# ifid_pipe_reg

==> ifid_pipe_reg/registers.png <==
Bar = 50 um. Other sequential cells in the stronger gray, the rest of the logic in the fainter gray.
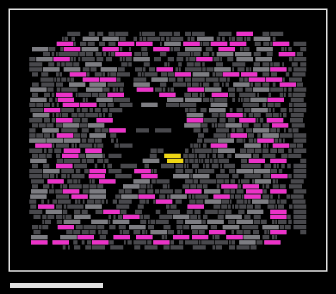

$ cat src/rtl/riscv_pipe_pkg.sv
// Shared IF/ID pipeline types: occupancy states, canonical NOP and the entry layout.
package riscv_pipe_pkg;

  localparam int IFID_INST_W = 32;
  localparam int IFID_PC_W   = 64;

  // addi x0, x0, 0
  localparam logic [IFID_INST_W-1:0] NOP_INST = 32'h0000_0013;

  typedef enum logic [1:0] {
    EMPTY = 2'd0,
    ONE   = 2'd1,
    TWO   = 2'd2
  } ifid_state_t;

  typedef struct packed {
    logic [IFID_INST_W-1:0] inst;
    logic [IFID_PC_W-1:0]   pc;
  } ifid_entry_t;

endpackage

$ cat src/rtl/pipe_skid_slot.sv
// One load-enabled pipeline entry (data + valid); both update together when load is high.
module pipe_skid_slot #(
  parameter int DATA_W = 96
) (
  input  logic              clk,
  input  logic              reset,
  input  logic              load,
  input  logic              valid_in,
  input  logic [DATA_W-1:0] data_in,
  output logic              valid,
  output logic [DATA_W-1:0] data
);

  always_ff @(posedge clk or negedge reset) begin
    if (!reset) begin
      valid <= 1'b0;
      data  <= '0;
    end else if (load) begin
      valid <= valid_in;
      data  <= data_in;
    end
  end

endmodule

$ cat src/rtl/ifid_pipe_reg.sv
// IF/ID pipeline register with 2-entry skid buffer, stall and synchronous flush.
// Optional perf counters (stall_cycles, flush_count) exist only when IFID_PERF_CNT_EN is defined.
//
//   state | meaning
//   EMPTY | no entry held, outputs show NOP
//   ONE   | main slot holds the entry presented to decode
//   TWO   | main and skid slots both full, fetch is back-pressured
module ifid_pipe_reg #(
  parameter int               INST_W   = 32,
  parameter int               PC_W     = 64,
  parameter logic [INST_W-1:0] NOP_INST = riscv_pipe_pkg::NOP_INST
`ifdef IFID_PERF_CNT_EN
  ,
  parameter int               CNT_W    = 32
`endif
) (
  input  logic              clk,
  input  logic              reset,
  input  logic              in_valid,
  output logic              in_ready,
  input  logic [INST_W-1:0] in_instruction,
  input  logic [PC_W-1:0]   in_pc,
  input  logic              flush,
  output logic              out_valid,
  input  logic              out_ready,
  output logic [INST_W-1:0] out_instruction,
  output logic [PC_W-1:0]   out_pc
`ifdef IFID_PERF_CNT_EN
  ,
  output logic [CNT_W-1:0]  stall_cycles,
  output logic [CNT_W-1:0]  flush_count
`endif
);
  import riscv_pipe_pkg::*;

  localparam int ENT_W = INST_W + PC_W;

  ifid_state_t      state, state_nxt;
  logic             accept, deliver;
  logic [ENT_W-1:0] in_data;
  logic             main_ld, main_vin, main_valid;
  logic [ENT_W-1:0] main_din, main_q;
  logic             skid_ld, skid_vin, skid_valid;
  logic [ENT_W-1:0] skid_q;

  assign in_data  = {in_instruction, in_pc};
  assign in_ready = (state != TWO);
  assign accept   = in_valid & in_ready;
  assign deliver  = out_valid & out_ready;

  always_ff @(posedge clk or negedge reset) begin
    if (!reset) state <= EMPTY;
    else        state <= state_nxt;
  end

  always_comb begin
    state_nxt = state;
    main_ld   = 1'b0;
    main_vin  = 1'b0;
    main_din  = in_data;
    skid_ld   = 1'b0;
    skid_vin  = 1'b0;
    case (state)
      EMPTY: begin
        if (accept) begin
          state_nxt = ONE;
          main_ld   = 1'b1;
          main_vin  = 1'b1;
        end
      end
      ONE: begin
        if (accept && deliver) begin
          main_ld  = 1'b1;
          main_vin = 1'b1;
        end else if (accept) begin
          state_nxt = TWO;
          skid_ld   = 1'b1;
          skid_vin  = 1'b1;
        end else if (deliver) begin
          state_nxt = EMPTY;
          main_ld   = 1'b1;
        end
      end
      TWO: begin
        // skid entry moves forward; keeps FIFO order
        if (deliver) begin
          state_nxt = ONE;
          main_ld   = 1'b1;
          main_vin  = skid_valid;
          main_din  = skid_q;
          skid_ld   = 1'b1;
        end
      end
      default: state_nxt = EMPTY;
    endcase
    // Flush wins over any accept or deliver at the same edge.
    if (flush) begin
      state_nxt = EMPTY;
      main_ld   = 1'b1;
      main_vin  = 1'b0;
      skid_ld   = 1'b1;
      skid_vin  = 1'b0;
    end
  end

  pipe_skid_slot #(.DATA_W(ENT_W)) u_main (
    .clk      (clk),
    .reset    (reset),
    .load     (main_ld),
    .valid_in (main_vin),
    .data_in  (main_din),
    .valid    (main_valid),
    .data     (main_q)
  );

  pipe_skid_slot #(.DATA_W(ENT_W)) u_skid (
    .clk      (clk),
    .reset    (reset),
    .load     (skid_ld),
    .valid_in (skid_vin),
    .data_in  (in_data),
    .valid    (skid_valid),
    .data     (skid_q)
  );

  assign out_valid       = main_valid;
  assign out_instruction = main_valid ? main_q[ENT_W-1:PC_W] : NOP_INST;
  assign out_pc          = main_valid ? main_q[PC_W-1:0]     : '0;

`ifdef IFID_PERF_CNT_EN
  localparam logic [CNT_W-1:0] CNT_ONE = {{(CNT_W-1){1'b0}}, 1'b1};

  always_ff @(posedge clk or negedge reset) begin
    if (!reset) begin
      stall_cycles <= '0;
      flush_count  <= '0;
    end else begin
      if (out_valid && !out_ready && (stall_cycles != '1))
        stall_cycles <= stall_cycles + CNT_ONE;
      if (flush && (state != EMPTY) && (flush_count != '1))
        flush_count <= flush_count + CNT_ONE;
    end
  end
`endif

endmodule

$ cat config.mk
export PLATFORM = sky130hd
export DESIGN_NAME = ifid_pipe_reg
export DESIGN_NICKNAME = d
export VERILOG_FILES = /design/src/rtl/riscv_pipe_pkg.sv /design/src/rtl/pipe_skid_slot.sv /design/src/rtl/ifid_pipe_reg.sv
export SDC_FILE = /design/constraint.sdc
export NUM_CORES = 1
export LEC_CHECK = 0
export ABC_AREA = 0
export CORE_ASPECT_RATIO = 0.8
export CORE_MARGIN = 10
export CORE_UTILIZATION = 51
export DETAILED_ROUTE_END_ITERATION = 8
export GPL_TIMING_DRIVEN = 1
export PLACE_DENSITY = 0.8
export SLEW_MARGIN = 10
export SYNTH_ARGS = -nofsm -noshare
export SYNTH_HDL_FRONTEND = slang
export SYNTH_SLANG_ARGS = --single-unit
$ cat constraint.sdc
create_clock -name clk -period 2.7 [get_ports clk]
set_clock_uncertainty 0.15 [all_clocks]
set_input_delay 0.405 -clock clk [delete_from_list [all_inputs] [get_ports clk]]
set_output_delay 0.405 -clock clk [all_outputs]
set_load 0.1 [all_outputs]
# ensemble_scheduler

<file path="config.mk">
export PLATFORM = sky130hd
export DESIGN_NAME = ensemble_scheduler
export DESIGN_NICKNAME = d
export VERILOG_FILES = /design/src/rtl/ensemble_scheduler.sv
export SDC_FILE = /design/constraint.sdc
export NUM_CORES = 1
export LEC_CHECK = 0
export CAP_MARGIN = 20
export CORE_ASPECT_RATIO = 2
export CORE_MARGIN = 4
export CORE_UTILIZATION = 42
export DETAILED_ROUTE_END_ITERATION = 7
export PLACE_DENSITY_LB_ADDON = 0.25
export REMOVE_ABC_BUFFERS = 1
export SLEW_MARGIN = 5
export SYNTH_ARGS = -nofsm -noshare
export SYNTH_HDL_FRONTEND = slang
export SYNTH_SLANG_ARGS = --single-unit
</file>
<file path="constraint.sdc">
create_clock -name clk -period 6.6 [get_ports clk]
set_input_delay 1.98 -clock clk [delete_from_list [all_inputs] [get_ports clk]]
set_output_delay 1.98 -clock clk [all_outputs]
set_load 0.01 [all_outputs]
</file>
<file path="src/rtl/ensemble_scheduler.sv">
// ensemble_scheduler
// Broadcasts each upstream feature frame to three classifiers, collects one
// class label from each, majority-votes them and emits a single result beat.
//
// Ports
//   clk, rst                 clock, synchronous active-high reset
//   s_axis_*                 upstream feature frame (AXI-Stream slave)
//   c_axis_*                 feature beat broadcast, per-classifier tvalid/tready
//   r_axis_*                 classifier results, classifier i at [i*DATA_WIDTH +: DATA_WIDTH]
//   m_axis_*                 voted result beat (AXI-Stream master)
//   frame_count              number of emitted frames (wraps)
//   timeout_count            number of emitted frames that timed out (wraps)
//   busy                     a frame is in progress
//
// Result word: [LABEL_W-1:0] label, [8] unanimous, [9] timeout, [12:10] got mask.
module ensemble_scheduler #(
    parameter int DATA_WIDTH = 32,
    parameter int KEEP_WIDTH = 4,
    parameter int LABEL_W    = 8,
    parameter int TIMEOUT    = 1024
) (
    input  logic                    clk,
    input  logic                    rst,
    input  logic [DATA_WIDTH-1:0]   s_axis_tdata,
    input  logic [KEEP_WIDTH-1:0]   s_axis_tkeep,
    input  logic                    s_axis_tvalid,
    input  logic                    s_axis_tlast,
    output logic                    s_axis_tready,
    output logic [DATA_WIDTH-1:0]   c_axis_tdata,
    output logic [KEEP_WIDTH-1:0]   c_axis_tkeep,
    output logic                    c_axis_tlast,
    output logic [2:0]              c_axis_tvalid,
    input  logic [2:0]              c_axis_tready,
    input  logic [3*DATA_WIDTH-1:0] r_axis_tdata,
    input  logic [2:0]              r_axis_tvalid,
    output logic [2:0]              r_axis_tready,
    output logic [DATA_WIDTH-1:0]   m_axis_tdata,
    output logic [KEEP_WIDTH-1:0]   m_axis_tkeep,
    output logic                    m_axis_tvalid,
    output logic                    m_axis_tlast,
    input  logic                    m_axis_tready,
    output logic [15:0]             frame_count,
    output logic [15:0]             timeout_count,
    output logic                    busy
);

    localparam int CNT_W = $clog2(TIMEOUT);
    localparam logic [CNT_W-1:0] TMO_LAST = CNT_W'(TIMEOUT - 1);

    typedef enum logic [1:0] {
        ST_SEND    = 2'd0,
        ST_COLLECT = 2'd1,
        ST_EMIT    = 2'd2
    } state_t;

    state_t                     state_r;
    logic [2:0]                 sent_r;
    logic [2:0]                 got_r;
    logic [2:0][LABEL_W-1:0]    label_r;
    logic [CNT_W-1:0]           tmo_cnt_r;
    logic                       tmo_flag_r;
    logic                       in_frame_r;
    logic                       m_valid_r;
    logic [DATA_WIDTH-1:0]      m_data_r;
    logic [15:0]                frame_cnt_r;
    logic [15:0]                tmo_frames_r;

    logic                       s_ready_s;
    logic                       s_accept_s;
    logic [2:0]                 c_valid_s;
    logic [2:0]                 r_ready_s;
    logic [2:0]                 r_hs_s;
    logic [2:0]                 got_next_s;
    logic [2:0][LABEL_W-1:0]    label_next_s;
    logic                       all_got_s;
    logic                       tmo_hit_s;
    logic [DATA_WIDTH-1:0]      vote_word_s;
    logic                       unused_r_bits_s;

    // Majority among valid labels; otherwise highest-index valid classifier.
    function automatic logic [LABEL_W-1:0] vote_label(
        input logic [2:0][LABEL_W-1:0] lbl,
        input logic [2:0]              g
    );
        logic [LABEL_W-1:0] res;
        if (g[0] && g[1] && (lbl[0] == lbl[1])) begin
            res = lbl[0];
        end else if (g[0] && g[2] && (lbl[0] == lbl[2])) begin
            res = lbl[0];
        end else if (g[1] && g[2] && (lbl[1] == lbl[2])) begin
            res = lbl[1];
        end else if (g[2]) begin
            res = lbl[2];
        end else if (g[1]) begin
            res = lbl[1];
        end else if (g[0]) begin
            res = lbl[0];
        end else begin
            res = {LABEL_W{1'b0}};
        end
        return res;
    endfunction

    // Packs label, unanimity, timeout and got mask into the result word.
    function automatic logic [DATA_WIDTH-1:0] pack_result(
        input logic [2:0][LABEL_W-1:0] lbl,
        input logic [2:0]              g,
        input logic                    tmo
    );
        logic [DATA_WIDTH-1:0] w;
        w              = {DATA_WIDTH{1'b0}};
        w[LABEL_W-1:0] = vote_label(lbl, g);
        w[8]           = (g == 3'b111) && (lbl[0] == lbl[1]) && (lbl[1] == lbl[2]);
        w[9]           = tmo;
        w[12:10]       = g;
        return w;
    endfunction

    // Broadcast path and upstream ready: a beat is released upstream only
    // once every classifier has either taken it or is taking it now.
    always_comb begin
        c_valid_s = 3'b000;
        s_ready_s = 1'b0;
        if (state_r == ST_SEND) begin
            c_valid_s = {3{s_axis_tvalid}} & ~sent_r;
            s_ready_s = &(sent_r | c_axis_tready);
        end else begin
            c_valid_s = 3'b000;
            s_ready_s = 1'b0;
        end
    end

    // Result-side ready: accept one beat per classifier in COLLECT, drain otherwise.
    always_comb begin
        r_ready_s = 3'b111;
        r_hs_s    = 3'b000;
        if (state_r == ST_COLLECT) begin
            r_ready_s = ~got_r;
            r_hs_s    = r_axis_tvalid & ~got_r;
        end else begin
            r_ready_s = 3'b111;
            r_hs_s    = 3'b000;
        end
    end

    // Next-cycle view of captured labels so the vote can be registered on EMIT entry.
    always_comb begin
        label_next_s = label_r;
        for (int i = 0; i < 3; i++) begin
            if (r_hs_s[i]) begin
                label_next_s[i] = r_axis_tdata[i*DATA_WIDTH +: LABEL_W];
            end else begin
                label_next_s[i] = label_r[i];
            end
        end
        got_next_s  = got_r | r_hs_s;
        all_got_s   = &got_next_s;
        // A capture completing the set on the last cycle beats the timeout.
        tmo_hit_s   = (tmo_cnt_r == TMO_LAST) && !all_got_s;
        vote_word_s = pack_result(label_next_s, got_next_s, tmo_hit_s);
    end

    assign s_accept_s      = s_axis_tvalid & s_ready_s;
    assign unused_r_bits_s = ^r_axis_tdata;

    // Scheduler FSM, counters and registered result beat.
    always_ff @(posedge clk) begin
        if (rst) begin
            state_r      <= ST_SEND;
            sent_r       <= 3'b000;
            got_r        <= 3'b000;
            label_r      <= '0;
            tmo_cnt_r    <= {CNT_W{1'b0}};
            tmo_flag_r   <= 1'b0;
            in_frame_r   <= 1'b0;
            m_valid_r    <= 1'b0;
            m_data_r     <= {DATA_WIDTH{1'b0}};
            frame_cnt_r  <= 16'd0;
            tmo_frames_r <= 16'd0;
        end else begin
            case (state_r)
                ST_SEND: begin
                    if (s_accept_s) begin
                        sent_r <= 3'b000;
                        if (s_axis_tlast) begin
                            state_r    <= ST_COLLECT;
                            got_r      <= 3'b000;
                            tmo_cnt_r  <= {CNT_W{1'b0}};
                            in_frame_r <= 1'b0;
                        end else begin
                            in_frame_r <= 1'b1;
                        end
                    end else begin
                        sent_r <= sent_r | (c_valid_s & c_axis_tready);
                    end
                end
                ST_COLLECT: begin
                    got_r     <= got_next_s;
                    label_r   <= label_next_s;
                    tmo_cnt_r <= tmo_cnt_r + CNT_W'(1);
                    if (all_got_s || tmo_hit_s) begin
                        state_r    <= ST_EMIT;
                        m_valid_r  <= 1'b1;
                        m_data_r   <= vote_word_s;
                        tmo_flag_r <= tmo_hit_s;
                    end
                end
                ST_EMIT: begin
                    if (m_axis_tready) begin
                        state_r     <= ST_SEND;
                        m_valid_r   <= 1'b0;
                        frame_cnt_r <= frame_cnt_r + 16'd1;
                        if (tmo_flag_r) begin
                            tmo_frames_r <= tmo_frames_r + 16'd1;
                        end
                    end
                end
                default: begin
                    state_r   <= ST_SEND;
                    m_valid_r <= 1'b0;
                end
            endcase
        end
    end

    assign s_axis_tready = s_ready_s;
    assign c_axis_tdata  = s_axis_tdata;
    assign c_axis_tkeep  = s_axis_tkeep;
    assign c_axis_tlast  = s_axis_tlast;
    assign c_axis_tvalid = c_valid_s;
    assign r_axis_tready = r_ready_s;
    assign m_axis_tdata  = m_data_r;
    assign m_axis_tkeep  = {KEEP_WIDTH{1'b1}};
    assign m_axis_tvalid = m_valid_r;
    assign m_axis_tlast  = 1'b1;
    assign frame_count   = frame_cnt_r;
    assign timeout_count = tmo_frames_r;
    assign busy          = (state_r != ST_SEND) || in_frame_r || (|sent_r);

endmodule

</file>
# serial_word_collector

$ cat src/rtl/serial_word_collector_pkg.sv
// Shared types and width helpers for the serial word collector.
package cad_pkg;

  typedef logic [0:0] state_t;

  localparam state_t COLLECT = 1'b0;
  localparam state_t HOLD    = 1'b1;

  // A bit index counter needs at least one flop, even for single-bit words.
  function automatic int CNT_W(input int n);
    return (n <= 2) ? 1 : $clog2(n);
  endfunction

endpackage

$ cat src/rtl/serial_word_collector_counter.sv
// Modulo-N up-counter with enable and synchronous clear; flags the last index.
module bit_index_counter #(
  parameter int N = 5,
  parameter int W = 3
) (
  input  logic         clk,
  input  logic         rst,
  input  logic         clr,
  input  logic         en,
  output logic [W-1:0] cnt,
  output logic         last
);

  assign last = (cnt == W'(N - 1));

  always_ff @(posedge clk or posedge rst) begin
    if (rst) begin
      cnt <= '0;
    end else if (clr) begin
      cnt <= '0;
    end else if (en) begin
      cnt <= last ? '0 : cnt + W'(1);
    end
  end

endmodule

$ cat src/rtl/serial_word_collector.sv
// Bit-serial to N-bit word collector with running all-ones / any-one flags.
module serial_word_collector
  import cad_pkg::*;
#(
  parameter int N = 5
) (
  input  logic         clk,
  input  logic         rst,
  input  logic         flush,
  input  logic         in_valid,
  input  logic         in_bit,
  output logic         in_ready,
  output logic         out_valid,
  input  logic         out_ready,
  output logic [N-1:0] out_word,
  output logic         out_all_ones,
  output logic         out_any_one
);

  localparam int CW = CNT_W(N);

  state_t          state;
  logic            rdy;
  logic            and_acc;
  logic            or_acc;
  logic [N-1:0]    word;
  logic [CW-1:0]   cnt;
  logic            last;
  logic            accept;

  assign accept = in_valid & in_ready;

  bit_index_counter #(
    .N (N),
    .W (CW)
  ) u_cnt (
    .clk  (clk),
    .rst  (rst),
    .clr  (flush),
    .en   (accept & ~flush),
    .cnt  (cnt),
    .last (last)
  );

  // rdy keeps in_ready low until the first edge after reset release.
  always_ff @(posedge clk or posedge rst) begin
    if (rst) begin
      state   <= COLLECT;
      rdy     <= 1'b0;
      word    <= '0;
      and_acc <= 1'b1;
      or_acc  <= 1'b0;
    end else begin
      rdy <= 1'b1;
      if (flush) begin
        state   <= COLLECT;
        word    <= '0;
        and_acc <= 1'b1;
        or_acc  <= 1'b0;
      end else if (state == COLLECT) begin
        if (accept) begin
          word    <= word | (N'(in_bit) << cnt);
          and_acc <= and_acc & in_bit;
          or_acc  <= or_acc | in_bit;
          if (last) state <= HOLD;
        end
      end else if (out_ready) begin
        state   <= COLLECT;
        word    <= '0;
        and_acc <= 1'b1;
        or_acc  <= 1'b0;
      end
    end
  end

  // Outputs decode from state and registers only; nothing is shown outside HOLD.
  assign in_ready     = rdy & (state == COLLECT);
  assign out_valid    = (state == HOLD);
  assign out_word     = out_valid ? word : '0;
  assign out_all_ones = out_valid & and_acc;
  assign out_any_one  = out_valid & or_acc;

endmodule

$ cat config.mk
export PLATFORM = sky130hd
export DESIGN_NAME = serial_word_collector
export DESIGN_NICKNAME = d
export VERILOG_FILES = /design/src/rtl/serial_word_collector_pkg.sv /design/src/rtl/serial_word_collector_counter.sv /design/src/rtl/serial_word_collector.sv
export SDC_FILE = /design/constraint.sdc
export NUM_CORES = 1
export LEC_CHECK = 0
export CAP_MARGIN = 0
export CORE_MARGIN = 5
export CORE_UTILIZATION = 46
export CTS_CLUSTER_DIAMETER = 30
export CTS_CLUSTER_SIZE = 12
export DETAILED_ROUTE_END_ITERATION = 10
export GPL_ROUTABILITY_DRIVEN = 0
export PLACE_DENSITY = 0.75
export SLEW_MARGIN = 25
export SYNTH_ARGS = -nofsm -noshare
export SYNTH_HDL_FRONTEND = slang
export SYNTH_SLANG_ARGS = --single-unit
$ cat constraint.sdc
create_clock -name clk -period 1.63 [get_ports clk]
set_clock_uncertainty 0.15 [all_clocks]
set_input_delay 0.163 -clock clk [delete_from_list [all_inputs] [get_ports clk]]
set_output_delay 0.163 -clock clk [all_outputs]
set_load 0.005 [all_outputs]
==> ifid_pipe_reg/met3.png <==
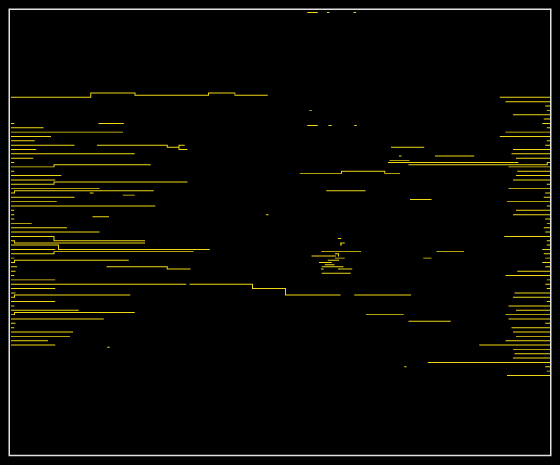
The layer carries 2000 um of wire. The layer holds 8.9% of the routed length. The wires run mostly horizontal.

Notes on ifid_pipe_reg/registers.png above:
Key: `u_main.data` = magenta [flops 96, where spread over the die]; `state` = yellow [flops 2]

==> run_results.csv, ifid_pipe_reg <==
group,metric,value,unit
run_status,status,"finished, final reports clean",
worst_setup_path,cp_num_buf_inv,2,
cells_and_area,dominant_cells,"flip-flops and latches",
worst_setup_path,crit_family,"buffers and inverters",
clock_network,cts_setup_buffers,0,
pwr,combPwrFrac,43.0,%
synth,synth_cell_types,35,
clock_network,cts_tree,"yes",
worst_setup_path,rr_worst_depth,7,
global_route,grtUsageMet2,29.03,%
cells_and_area,layout.nets,1055,
final_timing,fmax,416.2,MHz
pwr,pwr-share-seq,33.6,%
cells_and_area,final_cell_count_no_fill,1189,
cells_and_area,comb_cells,511,
worst_hold_path,whs_path_depth,1,
worst_setup_path,worstSetupPathType,"reg -> out",
clock_network,hold_buffers,1,
clock_network,htreeDepth,4,
worst_setup_path,crit_slowest_cell,"dfrtp_2",
pwr,swShare,40.54,%
synth,ys_sh_simple,11.53,%
synth,postSynthSeqShare,54.15,%
clock_network,cts-root-buf,"clkbuf_16",
global_route,busiest_layer,"met2",
floorplan,die_y,139.2,um
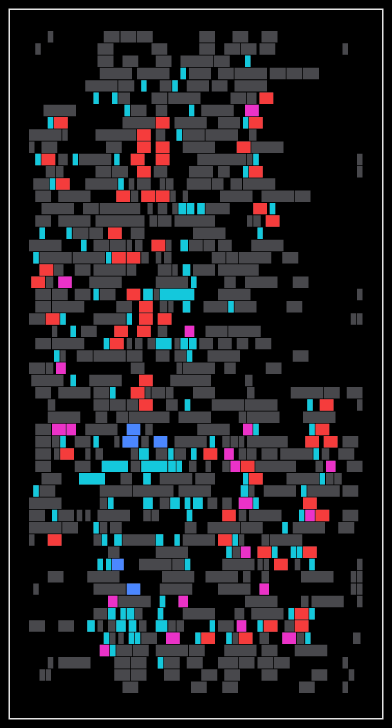
(ensemble_scheduler/gate_families.png)
Key: XOR/XNOR gates = red [cells 57, most used xnor2_1]; AND and OR gates = magenta [cells 20]; AND-OR and OR-AND gates = blue [cells 5]; NOR gates = cyan [cells 114, most used nor2_1]
multi-input gate share of total cell area: 41.68%
non-filler instance count after layout: 724
most frequent logic cell in the layout: dfxtp_1

==> run_results.csv, ensemble_scheduler <==
group,metric,value,unit
routing,route.top_layer_used,"met4",
clock_network,cts_tree,"yes",
floorplan,fp-utilization,42.80,%
worst_setup_path,start_kind,"input port",
cells_and_area,top_register,"label_r",
global_route,antenna_found_initial,0,
routing,met1_length,4.254,mm
cells_and_area,final_cell_mix,"dfxtp_1, clkdlybuf4s50_1, nor2_1, xnor2_1, nand2_1",
cells_and_area,num_antenna_cells,0,
run_status,status,"finished, final reports clean",
placed_design,port_buffers,89,
cells_and_area,drive_above_1_share,7.705,%
routing,finalWirelength,16.28,mm
synth,topCellsByArea,"dfxtp_1, buf_4, nor2_1",
synth,top_cell_area_share,38.27,%
clock_network,cts-root-buf,"clkbuf_16",
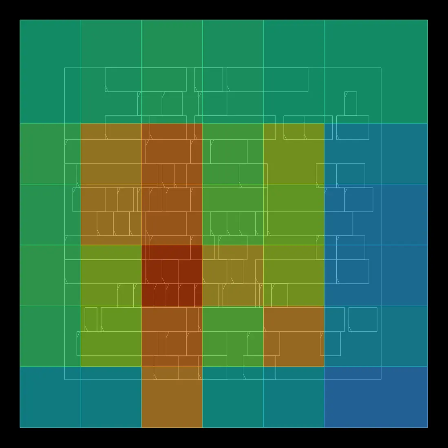
(serial_word_collector/final_congestion.png)
grt met1 use: 17.92%
Wirelength per Cell: 13.34 um
overall routing resource usage: 13.26%
grt met2 use: 17.58%
final core utilization: 62.92%

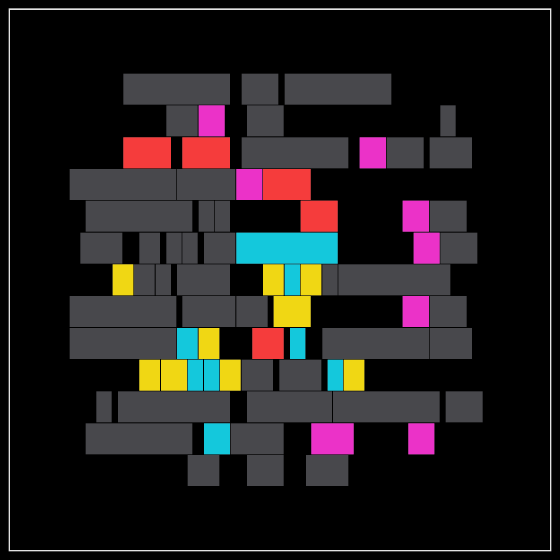
(serial_word_collector/gate_families.png)
Key: inverting AOI/OAI gates = yellow [cells 9, most used a21oi_1]; AND-OR and OR-AND gates = red [cells 5, most used a32o_2]; AND and OR gates = magenta [cells 8, most used and2_1]; NOR gates = cyan [cells 8, most used nor2_1]
non-filler instance count after layout: 90
multi-input gate share of total cell area: 35.27%

==> run_results.csv, serial_word_collector <==
group,metric,value,unit
run_status,status,"finished, final reports clean",
floorplan,die_y,46.21,um
cells_and_area,num_antenna_cells,0,
clock_network,htreeDepth,1,
worst_setup_path,rr_worst_depth,4,
clock_network,cts.sinks,12,
synth,topCellsByArea,"dfrtp_1, and2_1, a32o_2",
pwr,seq_power,314,uW
cells_and_area,area_delta_synth_final,32.37,%
synth,logic_family,"simple AND/OR/NAND/NOR gates",
cells_and_area,largest_register_ff_count,5,
routing,routed_via_density,5.333,
clock_network,clk_latency,0.27,ns
pwr,maxPowerGroup,"registers",
worst_setup_path,end_kind,"output port",
cells_and_area,seq_cells,12,
cells_and_area,num-nonclk-buffers,16,
job,drv_cap,0,
job,warnings,27,
pwr,cellPowerDensity,760.1,nW/um^2
cells_and_area,fill_cells,111,
floorplan,dieArea,2135,um^2
pwr,pwr-share-seq,51.8,%
pwr,power.leakage,0.4318,nW
final_timing,hold_viol_final,0,
final_timing,post-route-period-util,94.95,%
worst_setup_path,crit_family,"flip-flops",
routing,drcViolationCount,0,
final_timing,fmax,646.1,MHz
cells_and_area,drive_above_1_share,18.67,%
worst_setup_path,r2r_end,"word[1]",
synth,ys_sh_simple,25.31,%


==> screenshots <==
M2 wires.
panel A
Bar = 10 um.
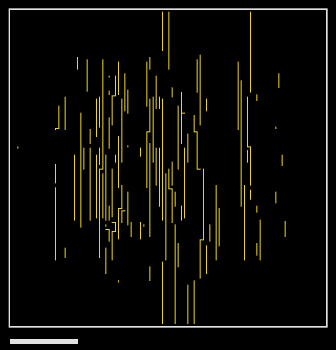
panel B
Bar = 50 um.
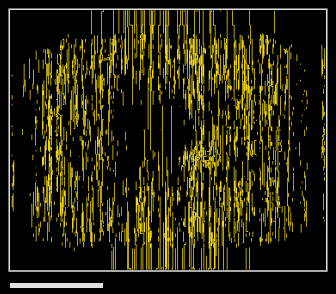
panel C
Bar = 20 um.
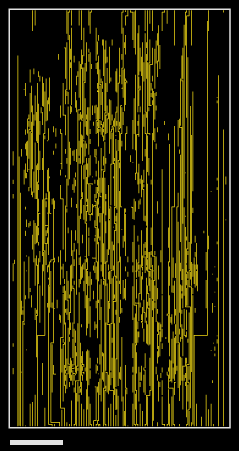
- ensemble_scheduler = panel C
- serial_word_collector = panel A
- ifid_pipe_reg = panel B
The one with the largest die is panel B.
The one with the smallest die is panel A.

Key to panel A:
The longest straight run is 18.4 um. 67 nets have wire on it. The layer holds 48% of the routed length. The layer carries 572 um of wire.

Power figures rest on the tool's default switching activity, not on a simulated workload.
